=== block 1 ===
Block 1, signal wires by layer:
(3 px per µm)
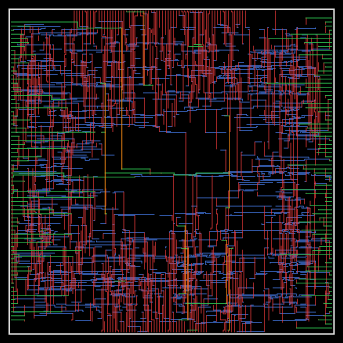

--- src/rtl/sram_access_ctrl.sv ---
// Two-requester arbiter for a single-port byte-addressable SRAM macro.
// Each request is arbitrated, legality-checked, given one SRAM cycle and answered with a held response.
module sram_access_ctrl #(
    parameter int ADDR_W = 16,
    parameter int DATA_W = 32,
    parameter bit RR_EN  = 1'b1
) (
    input  logic                clk,
    input  logic                rst_n,
    input  logic                m0_req_valid,
    output logic                m0_req_ready,
    input  logic [ADDR_W-1:0]   m0_addr,
    input  logic [DATA_W/8-1:0] m0_wstrb,
    input  logic [DATA_W-1:0]   m0_wdata,
    output logic                m0_rsp_valid,
    input  logic                m0_rsp_ready,
    output logic [DATA_W-1:0]   m0_rdata,
    output logic                m0_rsp_err,
    input  logic                m1_req_valid,
    output logic                m1_req_ready,
    input  logic [ADDR_W-1:0]   m1_addr,
    input  logic [DATA_W/8-1:0] m1_wstrb,
    input  logic [DATA_W-1:0]   m1_wdata,
    output logic                m1_rsp_valid,
    input  logic                m1_rsp_ready,
    output logic [DATA_W-1:0]   m1_rdata,
    output logic                m1_rsp_err,
    output logic [DATA_W/8-1:0] sram_w_en,
    output logic [ADDR_W-1:0]   sram_address,
    output logic [DATA_W-1:0]   sram_write_data,
    input  logic [DATA_W-1:0]   sram_read_data
);
    localparam int STRB_W = DATA_W / 8;
    localparam logic [ADDR_W-1:0] ADDR_LAST = ADDR_W'((1 << ADDR_W) - 4);

    typedef enum logic [1:0] {IDLE, ACCESS, RESP} state_t;

    state_t              r_state;
    state_t              w_state_nxt;
    logic                r_last_grant;
    logic                r_port;
    logic                r_err;
    logic [STRB_W-1:0]   r_wstrb;
    logic [ADDR_W-1:0]   r_sram_addr;
    logic [DATA_W-1:0]   r_sram_wdata;
    logic [DATA_W-1:0]   r_rdata;

    logic                w_any;
    logic                w_grant1;
    logic [ADDR_W-1:0]   w_addr;
    logic [STRB_W-1:0]   w_wstrb;
    logic [DATA_W-1:0]   w_wdata;
    logic                w_legal;
    logic                w_rsp_hs;

    // Round-robin only breaks ties: m1 wins a tie when m0 was granted last.
    assign w_any    = m0_req_valid | m1_req_valid;
    assign w_grant1 = m1_req_valid & (~m0_req_valid | (RR_EN & ~r_last_grant));
    assign w_addr   = w_grant1 ? m1_addr  : m0_addr;
    assign w_wstrb  = w_grant1 ? m1_wstrb : m0_wstrb;
    assign w_wdata  = w_grant1 ? m1_wdata : m0_wdata;
    assign w_legal  = ((w_wstrb == 4'b0000) || (w_wstrb == 4'b0001) ||
                       (w_wstrb == 4'b0011) || (w_wstrb == 4'b1111)) &&
                      (w_addr <= ADDR_LAST);
    assign w_rsp_hs = r_port ? m1_rsp_ready : m0_rsp_ready;

    always_comb begin
        // NOTE: every output of this block gets a default first so no path can infer a latch.
        w_state_nxt  = r_state;
        m0_req_ready = 1'b0;
        m1_req_ready = 1'b0;
        m0_rsp_valid = 1'b0;
        m1_rsp_valid = 1'b0;
        sram_w_en    = '0;
        case (r_state)
            IDLE: begin
                if (w_any) begin
                    m0_req_ready = ~w_grant1;
                    m1_req_ready = w_grant1;
                    w_state_nxt  = w_legal ? ACCESS : RESP;
                end
            end
            ACCESS: begin
                sram_w_en   = r_wstrb;
                w_state_nxt = RESP;
            end
            RESP: begin
                m0_rsp_valid = ~r_port;
                m1_rsp_valid = r_port;
                if (w_rsp_hs) w_state_nxt = IDLE;
            end
            default: w_state_nxt = IDLE;
        endcase
    end

    // NOTE: state registers use non-blocking assignments so every flop samples pre-edge values.
    always_ff @(posedge clk or negedge rst_n) begin
        if (!rst_n) begin
            r_state      <= IDLE;
            r_last_grant <= 1'b1;
            r_port       <= 1'b0;
            r_err        <= 1'b0;
            r_wstrb      <= '0;
            r_sram_addr  <= '0;
            r_sram_wdata <= '0;
            r_rdata      <= '0;
        end else begin
            r_state <= w_state_nxt;
            if (r_state == IDLE && w_any) begin
                r_port       <= w_grant1;
                r_last_grant <= w_grant1;
                r_wstrb      <= w_wstrb;
                r_err        <= ~w_legal;
                // Illegal requests never reach the SRAM pins, which keep their last values.
                if (w_legal) begin
                    r_sram_addr  <= w_addr;
                    r_sram_wdata <= w_wdata;
                end else begin
                    r_rdata <= '0;
                end
            end
            if (r_state == ACCESS) r_rdata <= sram_read_data;
        end
    end

    assign sram_address    = r_sram_addr;
    assign sram_write_data = r_sram_wdata;
    assign m0_rdata        = r_rdata;
    assign m1_rdata        = r_rdata;
    assign m0_rsp_err      = m0_rsp_valid & r_err;
    assign m1_rsp_err      = m1_rsp_valid & r_err;

endmodule

--- config.mk ---
export PLATFORM = sky130hd
export DESIGN_NAME = sram_access_ctrl
export DESIGN_NICKNAME = d
export VERILOG_FILES = /design/src/rtl/sram_access_ctrl.sv
export SDC_FILE = /design/constraint.sdc
export NUM_CORES = 1
export LEC_CHECK = 0
export CAP_MARGIN = 10
export CORE_MARGIN = 2
export CORE_UTILIZATION = 41
export CTS_CLUSTER_SIZE = 8
export DETAILED_ROUTE_END_ITERATION = 16
export HOLD_SLACK_MARGIN = 0.02
export PLACE_DENSITY = 0.95
export SETUP_SLACK_MARGIN = 0.4
export SYNTH_ARGS = -nofsm -noshare
export SYNTH_HDL_FRONTEND = slang
export SYNTH_SLANG_ARGS = --single-unit
--- constraint.sdc ---
create_clock -name clk -period 4.4 [get_ports clk]
set_input_delay 0.66 -clock clk [delete_from_list [all_inputs] [get_ports clk]]
set_output_delay 0.66 -clock clk [all_outputs]
set_load 0.05 [all_outputs]
=== block 2 ===
File: config.mk
export PLATFORM = sky130hd
export DESIGN_NAME = dma_csr_axil
export DESIGN_NICKNAME = d
export VERILOG_FILES = /design/src/rtl/dma_csr_pkg.sv /design/src/rtl/axil_slave_if.sv /design/src/rtl/dma_csr_axil.sv
export SDC_FILE = /design/constraint.sdc
export NUM_CORES = 1
export LEC_CHECK = 0
export CORE_MARGIN = 2
export CORE_UTILIZATION = 49
export CTS_CLUSTER_SIZE = 24
export DETAILED_ROUTE_END_ITERATION = 8
export DONT_BUFFER_PORTS = 1
export PLACE_DENSITY_LB_ADDON = 0.2
export SYNTH_ARGS = -nofsm -noshare
export SYNTH_HDL_FRONTEND = slang
export SYNTH_SLANG_ARGS = --single-unit
export TNS_END_PERCENT = 10
File: constraint.sdc
create_clock -name clk -period 3.26 [get_ports clk]
set_input_delay 0.652 -clock clk [delete_from_list [all_inputs] [get_ports clk]]
set_output_delay 0.652 -clock clk [all_outputs]
set_load 0.05 [all_outputs]
File: src/rtl/dma_csr_pkg.sv
// Register offsets, bit positions and engine states shared by the MM2S CSR bank.
package dma_csr_pkg;

    localparam int REG_DMACR  = 'h00;
    localparam int REG_DMASR  = 'h04;
    localparam int REG_SA     = 'h18;
    localparam int REG_LENGTH = 'h28;

    localparam int BIT_RS         = 0;
    localparam int BIT_RESET      = 2;
    localparam int BIT_IOC_IRQ_EN = 12;
    localparam int BIT_HALTED     = 0;
    localparam int BIT_IDLE       = 1;
    localparam int BIT_IOC_IRQ    = 12;

    typedef enum logic [1:0] {
        ST_HALTED,
        ST_IDLE,
        ST_CMD,
        ST_BUSY
    } eng_state_t;

endpackage

File: src/rtl/axil_slave_if.sv
// AXI4-Lite channel handshakes: one write (AW+W together) or read in flight per channel.
// Read data returns one cycle after the AR handshake; B and R hold until bready/rready.
module axil_slave_if #(
    parameter int ADDR_W = 10
) (
    input  logic              clk,
    input  logic              rst,
    input  logic [ADDR_W-1:0] awaddr,
    input  logic              awvalid,
    output logic              awready,
    input  logic [31:0]       wdata,
    input  logic              wvalid,
    output logic              wready,
    output logic [1:0]        bresp,
    output logic              bvalid,
    input  logic              bready,
    input  logic [ADDR_W-1:0] araddr,
    input  logic              arvalid,
    output logic              arready,
    output logic [31:0]       rdata,
    output logic [1:0]        rresp,
    output logic              rvalid,
    input  logic              rready,
    output logic              wr_en,
    output logic [ADDR_W-1:0] wr_addr,
    output logic [31:0]       wr_data,
    output logic              rd_en,
    output logic [ADDR_W-1:0] rd_addr,
    input  logic [31:0]       rd_data
);

    assign wr_en   = awready & awvalid & wvalid;
    assign wr_addr = awaddr;
    assign wr_data = wdata;
    assign rd_en   = arready & arvalid;
    assign rd_addr = araddr;
    assign wready  = awready;
    assign bresp   = 2'b00;
    assign rresp   = 2'b00;

    // Ready pulses for a single cycle, so each accepted request yields exactly one response.
    always_ff @(posedge clk) begin
        if (rst) begin
            awready <= 1'b0;
            bvalid  <= 1'b0;
            arready <= 1'b0;
            rvalid  <= 1'b0;
            rdata   <= '0;
        end else begin
            awready <= awvalid & wvalid & ~bvalid & ~awready;
            if (wr_en)
                bvalid <= 1'b1;
            else if (bready)
                bvalid <= 1'b0;
            arready <= arvalid & ~rvalid & ~arready;
            if (rd_en) begin
                rvalid <= 1'b1;
                rdata  <= rd_data;
            end else if (rready) begin
                rvalid <= 1'b0;
            end
        end
    end

endmodule

File: src/rtl/dma_csr_axil.sv
// MM2S DMA control/status registers: a nonzero LENGTH write in IDLE issues one command,
// held on cmd_valid until cmd_ready; cmd_done sets IOC and returns to IDLE or HALTED.
module dma_csr_axil
    import dma_csr_pkg::*;
#(
    parameter int ADDR_W = 10,
    parameter int LEN_W  = 26
) (
    input  logic              clk,
    input  logic              rst,
    input  logic [ADDR_W-1:0] S_AXI_LITE_awaddr,
    input  logic              S_AXI_LITE_awvalid,
    output logic              S_AXI_LITE_awready,
    input  logic [31:0]       S_AXI_LITE_wdata,
    input  logic              S_AXI_LITE_wvalid,
    output logic              S_AXI_LITE_wready,
    output logic [1:0]        S_AXI_LITE_bresp,
    output logic              S_AXI_LITE_bvalid,
    input  logic              S_AXI_LITE_bready,
    input  logic [ADDR_W-1:0] S_AXI_LITE_araddr,
    input  logic              S_AXI_LITE_arvalid,
    output logic              S_AXI_LITE_arready,
    output logic [31:0]       S_AXI_LITE_rdata,
    output logic [1:0]        S_AXI_LITE_rresp,
    output logic              S_AXI_LITE_rvalid,
    input  logic              S_AXI_LITE_rready,
    output logic              cmd_valid,
    input  logic              cmd_ready,
    output logic [31:0]       cmd_addr,
    output logic [LEN_W-1:0]  cmd_len,
    input  logic              cmd_done,
    output logic              irq
);

    localparam logic [ADDR_W-1:0] WORD_MASK = ~ADDR_W'(3);

    logic              wr_en, rd_en;
    logic [ADDR_W-1:0] wr_addr, rd_addr, wr_word, rd_word;
    logic [31:0]       wr_data, rd_data;
    logic              wr_dmacr, wr_dmasr, wr_sa, wr_len, start;
    logic              rs, ioc_en, ioc, soft_rst;
    logic [31:0]       sa;
    logic [LEN_W-1:0]  len;
    eng_state_t        state;

    axil_slave_if #(.ADDR_W(ADDR_W)) u_if (
        .clk     (clk),
        .rst     (rst),
        .awaddr  (S_AXI_LITE_awaddr),
        .awvalid (S_AXI_LITE_awvalid),
        .awready (S_AXI_LITE_awready),
        .wdata   (S_AXI_LITE_wdata),
        .wvalid  (S_AXI_LITE_wvalid),
        .wready  (S_AXI_LITE_wready),
        .bresp   (S_AXI_LITE_bresp),
        .bvalid  (S_AXI_LITE_bvalid),
        .bready  (S_AXI_LITE_bready),
        .araddr  (S_AXI_LITE_araddr),
        .arvalid (S_AXI_LITE_arvalid),
        .arready (S_AXI_LITE_arready),
        .rdata   (S_AXI_LITE_rdata),
        .rresp   (S_AXI_LITE_rresp),
        .rvalid  (S_AXI_LITE_rvalid),
        .rready  (S_AXI_LITE_rready),
        .wr_en   (wr_en),
        .wr_addr (wr_addr),
        .wr_data (wr_data),
        .rd_en   (rd_en),
        .rd_addr (rd_addr),
        .rd_data (rd_data)
    );

    assign wr_word  = wr_addr & WORD_MASK;
    assign rd_word  = rd_addr & WORD_MASK;
    assign wr_dmacr = wr_en && (wr_word == ADDR_W'(REG_DMACR));
    assign wr_dmasr = wr_en && (wr_word == ADDR_W'(REG_DMASR));
    assign wr_sa    = wr_en && (wr_word == ADDR_W'(REG_SA));
    assign wr_len   = wr_en && (wr_word == ADDR_W'(REG_LENGTH));
    assign start    = wr_len && (state == ST_IDLE) && (wr_data[LEN_W-1:0] != '0);

    // The soft reset strobe lives outside the register reset so it clears itself.
    always_ff @(posedge clk) begin
        if (rst)
            soft_rst <= 1'b0;
        else
            soft_rst <= wr_dmacr & wr_data[BIT_RESET];
    end

    always_ff @(posedge clk) begin
        if (rst || soft_rst) begin
            state     <= ST_HALTED;
            rs        <= 1'b0;
            ioc_en    <= 1'b0;
            ioc       <= 1'b0;
            sa        <= '0;
            len       <= '0;
            cmd_valid <= 1'b0;
            cmd_addr  <= '0;
            cmd_len   <= '0;
            irq       <= 1'b0;
        end else begin
            if (wr_dmacr) begin
                rs     <= wr_data[BIT_RS];
                ioc_en <= wr_data[BIT_IOC_IRQ_EN];
            end
            if (wr_sa)
                sa <= wr_data;
            if (wr_len)
                len <= wr_data[LEN_W-1:0];
            // Completion beats a same-cycle write-1-to-clear.
            if (state == ST_BUSY && cmd_done)
                ioc <= 1'b1;
            else if (wr_dmasr && wr_data[BIT_IOC_IRQ])
                ioc <= 1'b0;
            irq <= ioc & ioc_en;

            case (state)
                ST_HALTED: if (rs) state <= ST_IDLE;
                ST_IDLE: begin
                    if (start) begin
                        state     <= ST_CMD;
                        cmd_valid <= 1'b1;
                        cmd_addr  <= sa;
                        cmd_len   <= wr_data[LEN_W-1:0];
                    end else if (!rs) begin
                        state <= ST_HALTED;
                    end
                end
                ST_CMD: begin
                    if (cmd_ready) begin
                        state     <= ST_BUSY;
                        cmd_valid <= 1'b0;
                    end
                end
                ST_BUSY: if (cmd_done) state <= rs ? ST_IDLE : ST_HALTED;
                default: state <= ST_HALTED;
            endcase
        end
    end

    always_comb begin
        rd_data = '0;
        if (rd_en) begin
            case (rd_word)
                ADDR_W'(REG_DMACR): begin
                    rd_data[BIT_RS]         = rs;
                    rd_data[BIT_IOC_IRQ_EN] = ioc_en;
                end
                ADDR_W'(REG_DMASR): begin
                    rd_data[BIT_HALTED]  = (state == ST_HALTED);
                    rd_data[BIT_IDLE]    = (state == ST_IDLE);
                    rd_data[BIT_IOC_IRQ] = ioc;
                end
                ADDR_W'(REG_SA):     rd_data = sa;
                ADDR_W'(REG_LENGTH): rd_data[LEN_W-1:0] = len;
                default: ;
            endcase
        end
    end

endmodule


==> notes/layouts.md <==
Pictures saved along the way, in no particular order.

Congestion heat map.
(a)
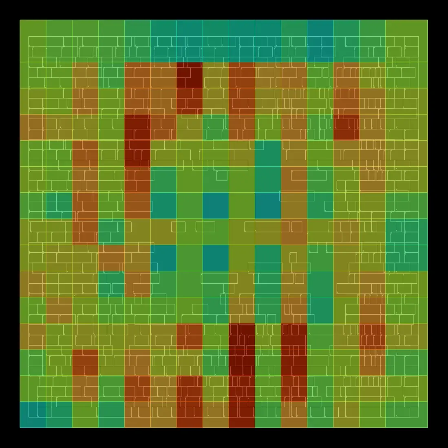
(b)
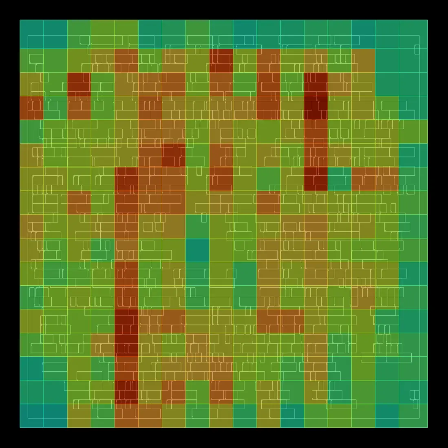
- (a) = block 1
- (b) = block 2
The one with the highest utilization is (a).

Block 2, signal wires on met4:
(3 px per µm)
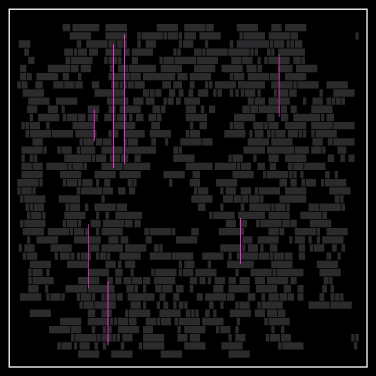
The layer holds 1.1% of the routed length. The layer carries 171 µm of wire. The wires run mostly vertical. 4 nets have wire on it. The longest straight run is 42.8 µm.
Via Count: 4746
Routed Wire Length: 15.8 mm

==> notes.md, block 2 <==
The layout was made with Yosys and OpenROAD.

The net load switching power is just under 0.9 mW. The origin of the worst min-delay path is rst. The run finished with clean final reports. Entering global routing, the biggest net connects 79 pins. The layout report lists the multi-input gate area as 0.00299 mm². The total of fill cells in the finished design is about 1200. The worst register-to-register path ends at sa[23]. Routed signal wires occupy layers up through met4. The total combinational power is slightly above 0.1 mW. The transition time at the pin with the least slew margin is 1.19 ns.

The overall power consumption is between 4 and 5 mW. The number of violations of the max-capacitance limit is 0. The critical path required time is between 3 and 4 ns.

In the post-route analysis, the smallest setup slack over all paths is roughly 1.1 ns. The synthesis run shows the most used standard cells to be 160 x sky130_fd_sc_hd__dfxtp_1, 146 x sky130_fd_sc_hd__nand2_1, 120 x sky130_fd_sc_hd__mux2i_1. The leading power group is the clock network. The final cell area excluding filler cells is 0.00714 mm². After layout the signal buffers, clock cells excluded, come to 1.33% of cell area. The number of global-route vias before repair came to 4750. The number of buffer and inverter instances along the worst setup path is 2. The fraction of synthesis flops using an asynchronous set or reset pin is 0%. Looking at the hold checks, the worst path lands on u_if.bvalid. The critical register-to-register path startpoint is u_if.awready. approximately 480 cells are multi-input combinational gates.

TritonCTS built the clock tree. The skew report gives the latency at the later pin of the worst-skew pair as 0.43 ns. For this run, the leading register cell type out of synthesis is sky130_fd_sc_hd__dfxtp_1.

The highest ir drop seen on vdd is around 0.37 mV. The number of cells on the worst hold path is listed as 1. After layout, the setup clock skew is reported as about 0.0087 ns. The critical path's slowest stage uses the library cell sky130_fd_sc_hd__buf_4. The count of sequential standard cells is roughly 160.

The number of buffers inserted by post-CTS setup repair is 0. Of the total synthesized cell area, the portion taken by XOR and XNOR cells is 0%. The most frequent standard cell in the layout excluding fill and tap cells is sky130_fd_sc_hd__dfxtp_1. Counting stages on the worst path, the most repeated cell is sky130_fd_sc_hd__buf_4. The final routed DRC violation total is 0. The clock tree buffer count of the final layout is 20. The flow measured a signed area growth from synthesis to layout of 10.6%. Looking at the clock tree report, the maximum root-to-sink buffer count equals 2. The simple-gate share of the synthesized area is between 15 and 20%. Of the post-synthesis cell area, the dominant cell type holds between 40% and 50%. The final report gives the core utilization as between 50% and 60%. STA lists the maximum fanout along the critical path as 32.

Each instance of the synthesized netlist takes up on average just over 9 µm². The repair_antennas step left the layout with diodes totalling 0. The cell count of the worst reg-to-reg path is 6. The highest clock rate this design can be run at is ~460 MHz.

For this configuration, the core starts out at a cell density of about 50%. Setup repair after global routing left no endpoint under its margin. The endpoint class of the critical path is a flop.

The number of standard cells in the layout, taps in and fillers out is 856. The fraction of cell area in sequential cells is reported as between 40% and 50%. The tool warning count for the run is 30. The standard cell core area is roughly 0.013 mm².
Block 1, signal wires on met4:
(3 px per µm)
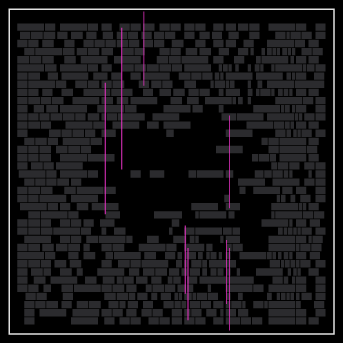
7 nets have wire on it. The layer holds 1.9% of the routed length. The wires run mostly vertical.
Via Count: 3793
Routed Wire Length: 12.8 mm

Block 1, layout detail:
Region (71, 17) to (91, 37) µm. Cells in grey, sequential cells in the stronger grey; small squares are vias.
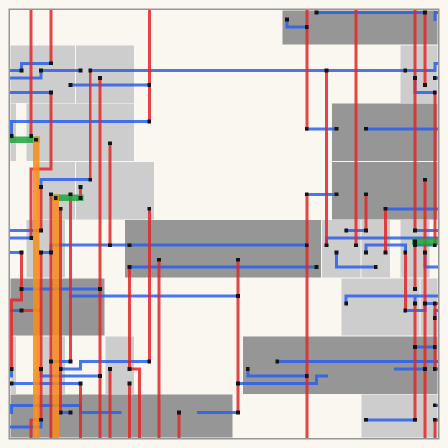
Red shows met2. Orange shows met4. Blue shows met1. Green shows met3.
Most frequent: dfrtp_1 (6), nand2_1 (5). 21 logic cells have their middle in the window. Sequential cells in the window: 6. Netlist names of flops here include m0_rdata (6).

About 'signal wires by layer' of block 1:
Blue shows met1, wire length 4500 µm. Red shows met2, wire length 6940 µm. Green shows met3, wire length 1150 µm. Orange shows met4, wire length 240 µm.
Total GRT Usage: 22.1%
routed length per placed instance: 16.9 µm

==> notes.md, block 1 <==
The layout was made with Yosys and OpenROAD.

Sequential cells make up a little under a third of the cell area. The setup TNS is 0 ns. After synthesis, the share of cell area in mux cells is between 20% and 30%. The wire length of the first global-routing pass is between 15 and 20 mm.

The I/O pin count is roughly 260. The synthesized design contains about 89 register bits. The cell-mix breakdown from Yosys lists the adder-cell area share as 0%. The leakage component of the power was reported as approximately 2.9 nW. In the final report, the number of pins over their slew limit comes to 0. Once detailed placement completed, the half-perimeter wirelength came to 10.0 mm. STA classifies the critical path endpoint as a primary output. The largest non-sequential cell family by area is multiplexers. Setup repair after global routing left no endpoint under its margin. The flow ran to the end, and the final reports show no timing, DRC or antenna violations. The total of fill cells in the finished design is roughly 740.

Counting flops with a built-in enable in the synthesized netlist gives 0. The layout inverter count without the clock tree is 2. The setup check on the worst reg-to-reg path leaves a slack of 1.67 ns. The cell type with the highest occurrence count on the critical path is sky130_fd_sc_hd__clkdlybuf4s50_1. The biggest area consumer among synthesized cells is sky130_fd_sc_hd__dfrtp_1. In the power breakdown, the biggest contributor is combinational cells. The number of instances in the synthesized netlist is ~390. The die extent in x is roughly 110 µm. At the end of the flow the core is filled with cells to 68.6%. The layout cell share with drive strength beyond 1 is between 20 and 25%. In this run the tool buffered the top-level ports with approximately 260 buffer cells.

Summing every instance area after synthesis gives approximately 0.0044 mm². The hold violation count in the final report is 0. Counting buffers and inverters, the worst setup path is 5 cells deep. The tally of nets with antenna violations remaining after routing is 0. The number of ordinary and repair buffers in the finished layout is 269.

The tightest hold path in the finished design has a slack of roughly 0.27 ns.

=== block 3 ===
Block 3, clock wires, drivers and flops:
(4 px per µm)
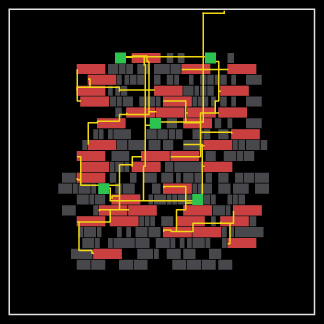

[config.mk]
export PLATFORM = sky130hd
export DESIGN_NAME = serial_sub_flat
export DESIGN_NICKNAME = d
export VERILOG_FILES = /design/src/rtl/serial_sub_pkg.sv /design/src/rtl/serial_sub_if.sv /design/src/rtl/serial_sub_fs_cell.sv /design/src/rtl/serial_sub.sv /design/src/flat_wrapper.sv
export SDC_FILE = /design/constraint.sdc
export NUM_CORES = 1
export LEC_CHECK = 0
export CORE_MARGIN = 10
export CORE_UTILIZATION = 50
export DETAILED_ROUTE_END_ITERATION = 10
export HOLD_SLACK_MARGIN = 0.15
export PLACE_DENSITY = 0.85
export RECOVER_POWER = 100
export SYNTH_ARGS = -nofsm -noshare
export SYNTH_HDL_FRONTEND = slang
export SYNTH_SLANG_ARGS = --single-unit
[constraint.sdc]
create_clock -name clk -period 1.5 [get_ports clk]
set_input_delay 0.45 -clock clk [delete_from_list [all_inputs] [get_ports clk]]
set_output_delay 0.45 -clock clk [all_outputs]
set_load 0.03 [all_outputs]
[src/rtl/serial_sub_pkg.sv]
// serial_sub_pkg: shared types and constants for the bit-serial subtractor.
//   state_e      - sequencing FSM states (idle, shifting, result pulse)
//   SERIAL_SUB_W - default operand width
package serial_sub_pkg;

  localparam int unsigned SERIAL_SUB_W = 8;

  typedef enum logic [1:0] {
    StIdle,
    StShift,
    StDone
  } state_e;

endpackage

[src/rtl/serial_sub_if.sv]
// serial_sub_if: request/result bundle of the bit-serial subtractor.
//   start, a, b          - request and operands (master -> slave)
//   busy, done, diff,
//   borrow               - status and held result (slave -> master)
interface serial_sub_if
  import serial_sub_pkg::*;
#(
  parameter int unsigned WIDTH = SERIAL_SUB_W
) ();

  logic             start;
  logic [WIDTH-1:0] a;
  logic [WIDTH-1:0] b;
  logic             busy;
  logic             done;
  logic [WIDTH-1:0] diff;
  logic             borrow;

  modport master (
    output start, a, b,
    input  busy, done, diff, borrow
  );

  modport slave (
    input  start, a, b,
    output busy, done, diff, borrow
  );

endinterface

[src/rtl/serial_sub_fs_cell.sv]
// fs_cell: purely combinational one-bit full subtractor.
//   x, y, bin - minuend bit, subtrahend bit, borrow-in
//   d, bout   - difference bit, borrow-out
module fs_cell (
  input  logic x,
  input  logic y,
  input  logic bin,
  output logic d,
  output logic bout
);

  assign d    = x ^ y ^ bin;
  // Borrow when x<y, or when x==y and a borrow is already pending.
  assign bout = (~x & y) | (~(x ^ y) & bin);

endmodule

[src/rtl/serial_sub.sv]
// serial_sub: bit-serial WIDTH-bit subtractor (a - b), LSB first, one fs_cell.
//   clk  - rising-edge clock
//   rst  - synchronous active-high reset
//   bus  - serial_sub_if slave: start/a/b in, busy/done/diff/borrow out
// Result appears WIDTH cycles after start is accepted, with a one-cycle done.
module serial_sub
  import serial_sub_pkg::*;
#(
  parameter int unsigned WIDTH = SERIAL_SUB_W
) (
  input logic         clk,
  input logic         rst,
  serial_sub_if.slave bus
);

  localparam int unsigned    CntW    = (WIDTH > 1) ? $clog2(WIDTH) : 1;
  localparam logic [CntW-1:0] LastCnt = CntW'(WIDTH - 1);

  state_e           r_state;
  logic [WIDTH-1:0] r_ra;
  logic [WIDTH-1:0] r_rb;
  logic [WIDTH-1:0] r_sr;
  logic [WIDTH-1:0] r_diff;
  logic [CntW-1:0]  r_cnt;
  logic             r_br;
  logic             r_borrow;
  logic             r_busy;
  logic             r_done;

  logic w_d;
  logic w_bo;

  fs_cell u_cell (
    .x    (r_ra[0]),
    .y    (r_rb[0]),
    .bin  (r_br),
    .d    (w_d),
    .bout (w_bo)
  );

  always_ff @(posedge clk) begin
    if (rst) begin
      r_state  <= StIdle;
      r_ra     <= '0;
      r_rb     <= '0;
      r_sr     <= '0;
      r_diff   <= '0;
      r_cnt    <= '0;
      r_br     <= 1'b0;
      r_borrow <= 1'b0;
      r_busy   <= 1'b0;
      r_done   <= 1'b0;
    end else begin
      r_done <= 1'b0;
      unique case (r_state)
        StIdle: begin
          if (bus.start) begin
            r_ra    <= bus.a;
            r_rb    <= bus.b;
            r_sr    <= '0;
            r_br    <= 1'b0;
            r_cnt   <= '0;
            r_busy  <= 1'b1;
            r_state <= StShift;
          end
        end
        StShift: begin
          r_sr  <= {w_d, r_sr[WIDTH-1:1]};
          r_ra  <= r_ra >> 1;
          r_rb  <= r_rb >> 1;
          r_br  <= w_bo;
          r_cnt <= r_cnt + 1'b1;
          if (r_cnt == LastCnt) begin
            // Last bit: publish the completed word alongside the final borrow.
            r_diff   <= {w_d, r_sr[WIDTH-1:1]};
            r_borrow <= w_bo;
            r_cnt    <= '0;
            r_busy   <= 1'b0;
            r_done   <= 1'b1;
            r_state  <= StDone;
          end
        end
        StDone: begin
          r_state <= StIdle;
        end
        default: begin
          r_state <= StIdle;
        end
      endcase
    end
  end

  assign bus.busy   = r_busy;
  assign bus.done   = r_done;
  assign bus.diff   = r_diff;
  assign bus.borrow = r_borrow;

endmodule

[src/flat_wrapper.sv]
// flat-port wrapper written by rule: the top's interface ports become plain ports
module serial_sub_flat import serial_sub_pkg::*;
#(
  parameter int unsigned WIDTH = SERIAL_SUB_W
)
  (clk, rst, bus_start, bus_a, bus_b, bus_busy, bus_done, bus_diff, bus_borrow);
  serial_sub_if #(.WIDTH(WIDTH)) bus_i ();
  input logic clk;
  input logic rst;
  input wire logic [$bits(bus_i.start)-1:0] bus_start;
  input wire logic [$bits(bus_i.a)-1:0] bus_a;
  input wire logic [$bits(bus_i.b)-1:0] bus_b;
  output wire logic [$bits(bus_i.busy)-1:0] bus_busy;
  output wire logic [$bits(bus_i.done)-1:0] bus_done;
  output wire logic [$bits(bus_i.diff)-1:0] bus_diff;
  output wire logic [$bits(bus_i.borrow)-1:0] bus_borrow;
  assign bus_i.start = bus_start;
  assign bus_i.a = bus_a;
  assign bus_i.b = bus_b;
  assign bus_busy = bus_i.busy;
  assign bus_done = bus_i.done;
  assign bus_diff = bus_i.diff;
  assign bus_borrow = bus_i.borrow;
  serial_sub #(.WIDTH(WIDTH)) u_core (.clk(clk), .rst(rst), .bus(bus_i));
endmodule
=== block 4 ===
## src/rtl/conv_pkg.sv

```systemverilog
// conv_pkg: shared FSM encoding, default widths and accumulator sizing for conv_mac_engine.
package conv_pkg;

    localparam int unsigned DATA_W_DEF = 8;
    localparam int unsigned ADDR_W_DEF = 5;
    localparam int unsigned OUT_W_DEF  = 16;

    typedef enum logic [2:0] {
        ST_IDLE = 3'd0,
        ST_INIT = 3'd1,
        ST_RD   = 3'd2,
        ST_AC   = 3'd3,
        ST_WR   = 3'd4,
        ST_DONE = 3'd5
    } conv_state_e;

    // Product width plus ADDR_W guard bits: up to 2^ADDR_W-1 terms can never overflow.
    function automatic int unsigned acc_width(input int unsigned data_w, input int unsigned addr_w);
        return 2 * data_w + addr_w;
    endfunction

endpackage

```

## src/rtl/conv_mac.sv

```systemverilog
// conv_mac: registered unsigned multiply-accumulate; clr has priority over en.
module conv_mac
    import conv_pkg::*;
#(
    parameter int unsigned DATA_W = DATA_W_DEF,
    parameter int unsigned ACC_W  = acc_width(DATA_W_DEF, ADDR_W_DEF)
) (
    input  logic              clk,
    input  logic              rst_a,
    input  logic              clr,
    input  logic              en,
    input  logic [DATA_W-1:0] x,
    input  logic [DATA_W-1:0] y,
    output logic [ACC_W-1:0]  acc
);

    localparam int unsigned PROD_W = 2 * DATA_W;

    logic [PROD_W-1:0] prod;
    logic [ACC_W-1:0]  acc_d;
    logic [ACC_W-1:0]  acc_q;

    // Next accumulator value: clear, add one product, or hold.
    always_comb begin
        prod  = PROD_W'(x) * PROD_W'(y);
        acc_d = acc_q;
        if (clr) begin
            acc_d = '0;
        end else if (en) begin
            acc_d = acc_q + ACC_W'(prod);
        end
    end

    // Accumulator register.
    always_ff @(posedge clk or negedge rst_a) begin
        if (!rst_a) begin
            acc_q <= '0;
        end else begin
            acc_q <= acc_d;
        end
    end

    assign acc = acc_q;

endmodule

```

## src/rtl/conv_mac_engine.sv

```systemverilog
// conv_mac_engine: Z[i] = sum_j X[j]*Y[i-j] over memX/memY, written to memZ, done pulse at end.
// Optional build macro CONV_SAT_EN: saturate Z words to OUT_W bits instead of truncating.
module conv_mac_engine
    import conv_pkg::*;
#(
    parameter int unsigned DATA_W = DATA_W_DEF,
    parameter int unsigned ADDR_W = ADDR_W_DEF,
    parameter int unsigned OUT_W  = OUT_W_DEF
) (
    input  logic              clk,
    input  logic              rst_a,
    input  logic              en_s,
    input  logic              start,
    input  logic [ADDR_W-1:0] size_x,
    input  logic [ADDR_W-1:0] size_y,
    output logic [ADDR_W-1:0] x_addr,
    input  logic [DATA_W-1:0] x_data,
    output logic [ADDR_W-1:0] y_addr,
    input  logic [DATA_W-1:0] y_data,
    output logic              rd_en,
    output logic              z_we,
    output logic [ADDR_W:0]   z_addr,
    output logic [OUT_W-1:0]  z_data,
    output logic              busy,
    output logic              done
);

    localparam int unsigned CNT_W = ADDR_W + 1;
    localparam int unsigned ACC_W = acc_width(DATA_W, ADDR_W);

    conv_state_e       state_q, state_d;
    logic [ADDR_W-1:0] sx_q, sx_d, sy_q, sy_d;
    logic [CNT_W-1:0]  i_q, i_d, j_q, j_d, j_hi_q, j_hi_d;
    logic [ADDR_W-1:0] x_addr_q, x_addr_d, y_addr_q, y_addr_d;
    logic              rd_en_q, rd_en_d, z_we_q, z_we_d;
    logic [CNT_W-1:0]  z_addr_q, z_addr_d;
    logic [OUT_W-1:0]  z_data_q, z_data_d;
    logic              busy_q, busy_d, done_q, done_d;

    logic [CNT_W-1:0]  sx_ext, sy_ext, i_last, i_inc, j_lo_c, j_hi_c;
    logic              empty_c;
    logic [ACC_W-1:0]  acc;
    logic              mac_clr, mac_en;

    // Output word formatting: saturate or keep the low OUT_W bits.
    function automatic logic [OUT_W-1:0] fmt(input logic [ACC_W-1:0] a);
`ifdef CONV_SAT_EN
        logic [ACC_W-1:0] out_max;
        out_max = ACC_W'((64'd1 << OUT_W) - 64'd1);
        if (a > out_max) begin
            return '1;
        end
        return OUT_W'(a);
`else
        return OUT_W'(a);
`endif
    endfunction

    // Accumulator is cleared in INIT and adds one product per AC cycle.
    assign mac_clr = en_s && (state_q == ST_INIT);
    assign mac_en  = en_s && (state_q == ST_AC);

    conv_mac #(
        .DATA_W (DATA_W),
        .ACC_W  (ACC_W)
    ) u_mac (
        .clk   (clk),
        .rst_a (rst_a),
        .clr   (mac_clr),
        .en    (mac_en),
        .x     (x_data),
        .y     (y_data),
        .acc   (acc)
    );

    // Term bounds for output i: j in [max(0, i-SY+1), min(i, SX-1)].
    always_comb begin
        sx_ext  = CNT_W'(sx_q);
        sy_ext  = CNT_W'(sy_q);
        i_last  = sx_ext + sy_ext - CNT_W'(2);
        i_inc   = i_q + CNT_W'(1);
        empty_c = (sx_q == '0) || (sy_q == '0);
        j_lo_c  = (i_inc > sy_ext) ? (i_inc - sy_ext) : '0;
        j_hi_c  = (i_q < sx_ext) ? i_q : (sx_ext - CNT_W'(1));
    end

    // Next-state, counters and registered outputs.
    always_comb begin
        state_d  = state_q;
        sx_d     = sx_q;
        sy_d     = sy_q;
        i_d      = i_q;
        j_d      = j_q;
        j_hi_d   = j_hi_q;
        x_addr_d = x_addr_q;
        y_addr_d = y_addr_q;
        z_addr_d = z_addr_q;
        z_data_d = z_data_q;

        case (state_q)
            ST_IDLE: begin
                if (start) begin
                    sx_d    = size_x;
                    sy_d    = size_y;
                    i_d     = '0;
                    j_d     = '0;
                    state_d = ST_INIT;
                end
            end
            // Empty check runs on the latched sizes, so an empty run is busy for this one cycle.
            ST_INIT: begin
                if (empty_c) begin
                    state_d = ST_DONE;
                end else begin
                    j_d     = j_lo_c;
                    j_hi_d  = j_hi_c;
                    state_d = ST_RD;
                end
            end
            ST_RD: begin
                state_d = ST_AC;
            end
            ST_AC: begin
                if (j_q == j_hi_q) begin
                    state_d = ST_WR;
                end else begin
                    j_d     = j_q + CNT_W'(1);
                    state_d = ST_RD;
                end
            end
            ST_WR: begin
                if (i_q == i_last) begin
                    state_d = ST_DONE;
                end else begin
                    i_d     = i_inc;
                    state_d = ST_INIT;
                end
            end
            ST_DONE: begin
                state_d = ST_IDLE;
            end
            default: begin
                state_d = ST_IDLE;
            end
        endcase

        // Read strobe and addresses are valid during the RD state itself.
        rd_en_d = (state_d == ST_RD);
        if (state_d == ST_RD) begin
            x_addr_d = ADDR_W'(j_d);
            y_addr_d = ADDR_W'(i_q - j_d);
        end

        // The write is presented the cycle after WR, once the accumulator is final.
        z_we_d = (state_q == ST_WR);
        if (state_q == ST_WR) begin
            z_addr_d = i_q;
            z_data_d = fmt(acc);
        end

        busy_d = (state_d == ST_INIT) || (state_d == ST_RD) ||
                 (state_d == ST_AC)   || (state_d == ST_WR);
        done_d = (state_d == ST_DONE);
    end

    // State register; en_s low freezes everything.
    always_ff @(posedge clk or negedge rst_a) begin
        if (!rst_a) begin
            state_q  <= ST_IDLE;
            sx_q     <= '0;
            sy_q     <= '0;
            i_q      <= '0;
            j_q      <= '0;
            j_hi_q   <= '0;
            x_addr_q <= '0;
            y_addr_q <= '0;
            rd_en_q  <= 1'b0;
            z_we_q   <= 1'b0;
            z_addr_q <= '0;
            z_data_q <= '0;
            busy_q   <= 1'b0;
            done_q   <= 1'b0;
        end else if (en_s) begin
            state_q  <= state_d;
            sx_q     <= sx_d;
            sy_q     <= sy_d;
            i_q      <= i_d;
            j_q      <= j_d;
            j_hi_q   <= j_hi_d;
            x_addr_q <= x_addr_d;
            y_addr_q <= y_addr_d;
            rd_en_q  <= rd_en_d;
            z_we_q   <= z_we_d;
            z_addr_q <= z_addr_d;
            z_data_q <= z_data_d;
            busy_q   <= busy_d;
            done_q   <= done_d;
        end
    end

    // Strobes are masked while stalled so no memory access or pulse repeats.
    assign rd_en  = rd_en_q && en_s;
    assign z_we   = z_we_q && en_s;
    assign done   = done_q && en_s;
    assign x_addr = x_addr_q;
    assign y_addr = y_addr_q;
    assign z_addr = z_addr_q;
    assign z_data = z_data_q;
    assign busy   = busy_q;

endmodule

```

## config.mk

```make
export PLATFORM = sky130hd
export DESIGN_NAME = conv_mac_engine
export DESIGN_NICKNAME = d
export VERILOG_FILES = /design/src/rtl/conv_pkg.sv /design/src/rtl/conv_mac.sv /design/src/rtl/conv_mac_engine.sv
export SDC_FILE = /design/constraint.sdc
export NUM_CORES = 1
export LEC_CHECK = 0
export CAP_MARGIN = 40
export CELL_PAD_IN_SITES_DETAIL_PLACEMENT = 1
export CELL_PAD_IN_SITES_GLOBAL_PLACEMENT = 1
export CORE_MARGIN = 2
export CORE_UTILIZATION = 46
export CTS_CLUSTER_SIZE = 20
export DETAILED_ROUTE_END_ITERATION = 12
export PLACE_DENSITY_LB_ADDON = 0.1
export SYNTH_ARGS = -nofsm -noshare
export SYNTH_HDL_FRONTEND = slang
export SYNTH_SLANG_ARGS = --single-unit
```

## constraint.sdc

```tcl
create_clock -name clk -period 4.4 [get_ports clk]
set_input_delay 0.88 -clock clk [delete_from_list [all_inputs] [get_ports clk]]
set_output_delay 0.88 -clock clk [all_outputs]
set_load 0.05 [all_outputs]
```

Block 4, congestion heat map:
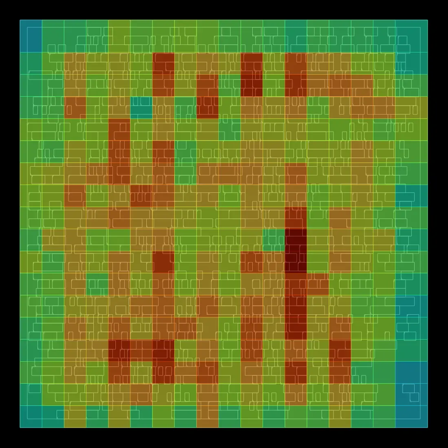
Total GRT Usage: 25.1%
fraction of met2 tracks used by global routing: 42.7%
GR Util met3: 3.60%
post-route core utilization: 58.3%

==> notes.md, block 4 <==
The layout was made with Yosys and OpenROAD.

The flow ran to the end, but the final reports show violations. The final reports fail on negative setup slack. Per the skew report, the later register of the worst-skew pair sees a clock latency of about 0.34 ns. The floorplan step records an initial core utilization of a little under half.

The endpoint class of the critical path is a flop. The number of setup violations in the final report is 5. Including well taps, the total number of placed cells is roughly 1000. The timing startpoint of the critical path is y_data[1]. Per the detail_route report, vias per standard cell equal roughly 5.4. The most frequent standard cell in the layout excluding fill and tap cells is sky130_fd_sc_hd__inv_1. In the final report, the number of hold violations comes to 0. Across all stage logs, warnings added up to 29. The met3 wire length is a little over 500 µm.

The sum of met2 wire segment lengths after detailed routing is 9.37 mm. After layout, the worst setup slack is -0.0538 ns. The final routed DRC violation total is 0. For the worst min-delay path, the startpoint reported by OpenROAD is rd_en_q.

The synthesized design devotes to its leading area cell type approximately 30% of total area. In this run, CTS created clock tree buffers numbering 9. The number of violations of the max-capacitance limit is 0. The number of ordinary and repair buffers in the finished layout is approximately 120. For reference, the critical path cell chain is buf_6 -> buf_6 -> buf_6 -> nand2_4 -> fa_1 -> inv_2 -> fa_1 -> inv_2 -> fa_1 -> fa_1 -> inv_2 -> ha_4 -> o21a_1 -> a211oi_2 -> o21bai_1 -> a21oi_2 -> a31oi_2 -> xnor2_1 -> o21ai_1. According to the tapcell log, the count of inserted taps is between 150 and 200.

The power report puts the net switching power at about 3.7 mW. The number of antenna violations at the first check in global routing was 0. The area growth from synthesis to layout is 25.2%. The total routed wire length on the met1 layer is a little under 9 mm. The die area is 0.0162 mm².
Block 3, congestion heat map:
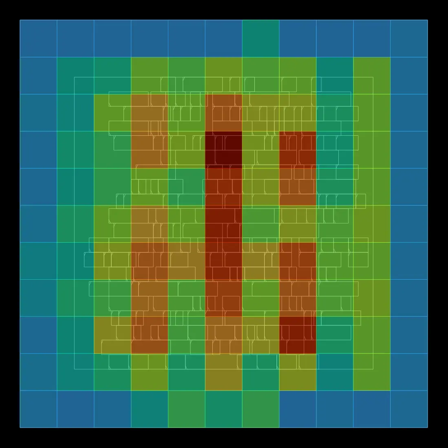
post-route core utilization: 65.2%
routed length per placed instance: 13.9 µm
fraction of met2 tracks used by global routing: 18.8%

Notes on 'clock wires, drivers and flops' of block 3 above:
Green shows cells driving clock nets, count 5. Yellow shows clock wires, length 429 µm. Red shows flip-flops, count 40.
There are 6 routed clock nets.
reported clock group power: 0.552 mW
Setup Skew: 0.00110 ns
clock network fraction of design power: 28.5%
Worst-Skew Late Latency: 0.33 ns

==> notes.md, block 3 <==
The layout was made with Yosys and OpenROAD.

The family with the most delay on the worst path is buffers and inverters. After detailed routing, the wire length on met1 is ~1.5 mm. The placer's final routability congestion estimate is approximately 0.77. The number of nets in the synthesized netlist is around 200. The top cell type by area accounts for 51.2% of the synthesized area.

Per the detail_route log, met2 wirelength is between 1.5 and 2 mm. After synthesis, the share of cell area in mux cells is 0.640%. The clock edge transition at the registers on the reported setup and hold paths is 0.11 ns. The total via count after detailed routing is roughly 1400. The floorplan step set the die width to around 76 µm. The sequential area share after synthesis is roughly half.

The number of antenna violations at the first check in global routing was 0. In the final layout, flip-flops and latches take up between 40% and 50% of the cell area. The hold violation count in the final report is 0. The iteration tally of the first detailed-router pass is 4. The final reports fail on negative setup slack.

Looking at the clock tree report, the root buffer type is sky130_fd_sc_hd__clkbuf_4. The flow ran to the end, but the final reports show violations. Dividing the synthesized area by the synthesized cell count gives 8.99 µm². Synthesis inferred 40 register bits. The overall die size recorded for this design is 0.00577 mm². The critical path required time is roughly 1.7 ns. The number of setup violations in the final report is 1. The largest stage delay on the critical path is 0.48 ns. The fraction of synthesis flops using an asynchronous set or reset pin is 0%. Cells with a size suffix above 1 make up 14.9% of the layout.

The sum of routed wire length over all layers is ~3.5 mm. For the sequential group, total power comes out at ~1.1 mW. The most critical setup path has its startpoint at bus_start.

The power report lists cell-internal power as around 1.5 mW. The most frequently used cell type in the post-synthesis netlist is sky130_fd_sc_hd__dfxtp_1. The part of the total power dissipated in sequential elements is approximately three fifths. Setup repair after global routing could not meet its margin everywhere. Leaving out fill and tap cells, the most frequent cells in the layout are 40 x sky130_fd_sc_hd__dfxtp_1, 38 x sky130_fd_sc_hd__nor2_1, 18 x sky130_fd_sc_hd__clkdlybuf4s50_1. The number of global-route vias before repair is roughly 1300. Global routing used a little under an eighth of the available tracks across all layers.

By area, the combinational part of the netlist is dominated by AND-OR/OR-AND gates. The smallest setup slack after layout is -0.00146 ns.


==> notes/layouts.md <==
Pictures saved along the way, in no particular order.

Clock wires, drivers and flops.
(2 px per µm)
image #1
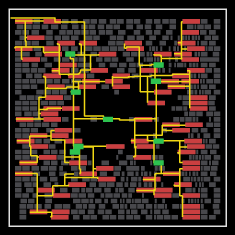
image #2
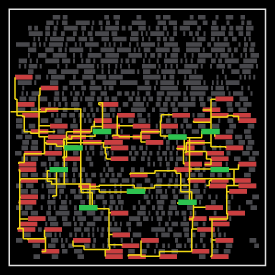
image #3
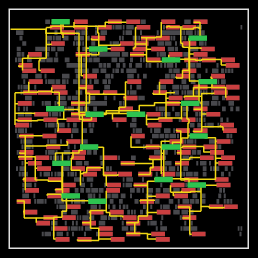
| picture | from |
|---|---|
| image #2 | block 4 |
| image #3 | block 2 |
| image #1 | block 1 |
The one with the largest die is image #2.
The one with the smallest die is image #1.

Key to image #1:
Red shows flip-flops, count 89. Yellow shows clock wires, length 1060 µm. Green shows cells driving clock nets, count 9.
There are 10 routed clock nets. Position of the flops: all over the die.


==> screenshots <==
Signal wires by layer.
picture 1
(3 px per µm)
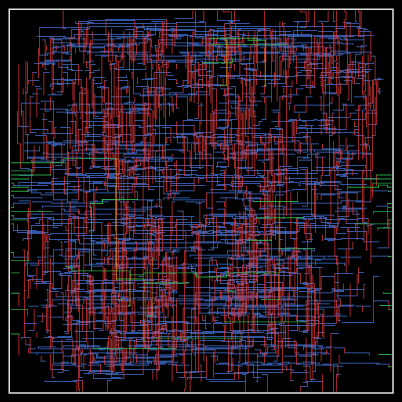
picture 2
(3 px per µm)
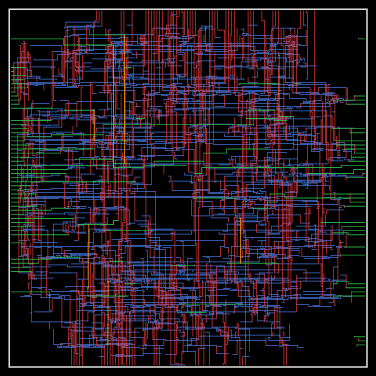
picture 3
(4 px per µm)
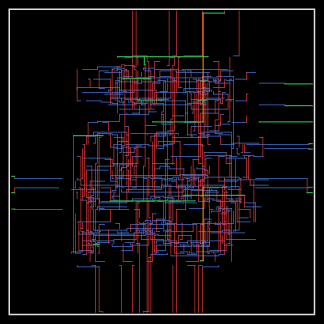
- block 2 = picture 2
- block 4 = picture 1
- block 3 = picture 3

Key to picture 3:
Red shows met2, wire length 1790 µm. Blue shows met1, wire length 1520 µm. Green shows met3, wire length 143 µm. Orange shows met4, wire length 45.6 µm.

Power figures rest on the tool's default switching activity, not on a simulated workload.
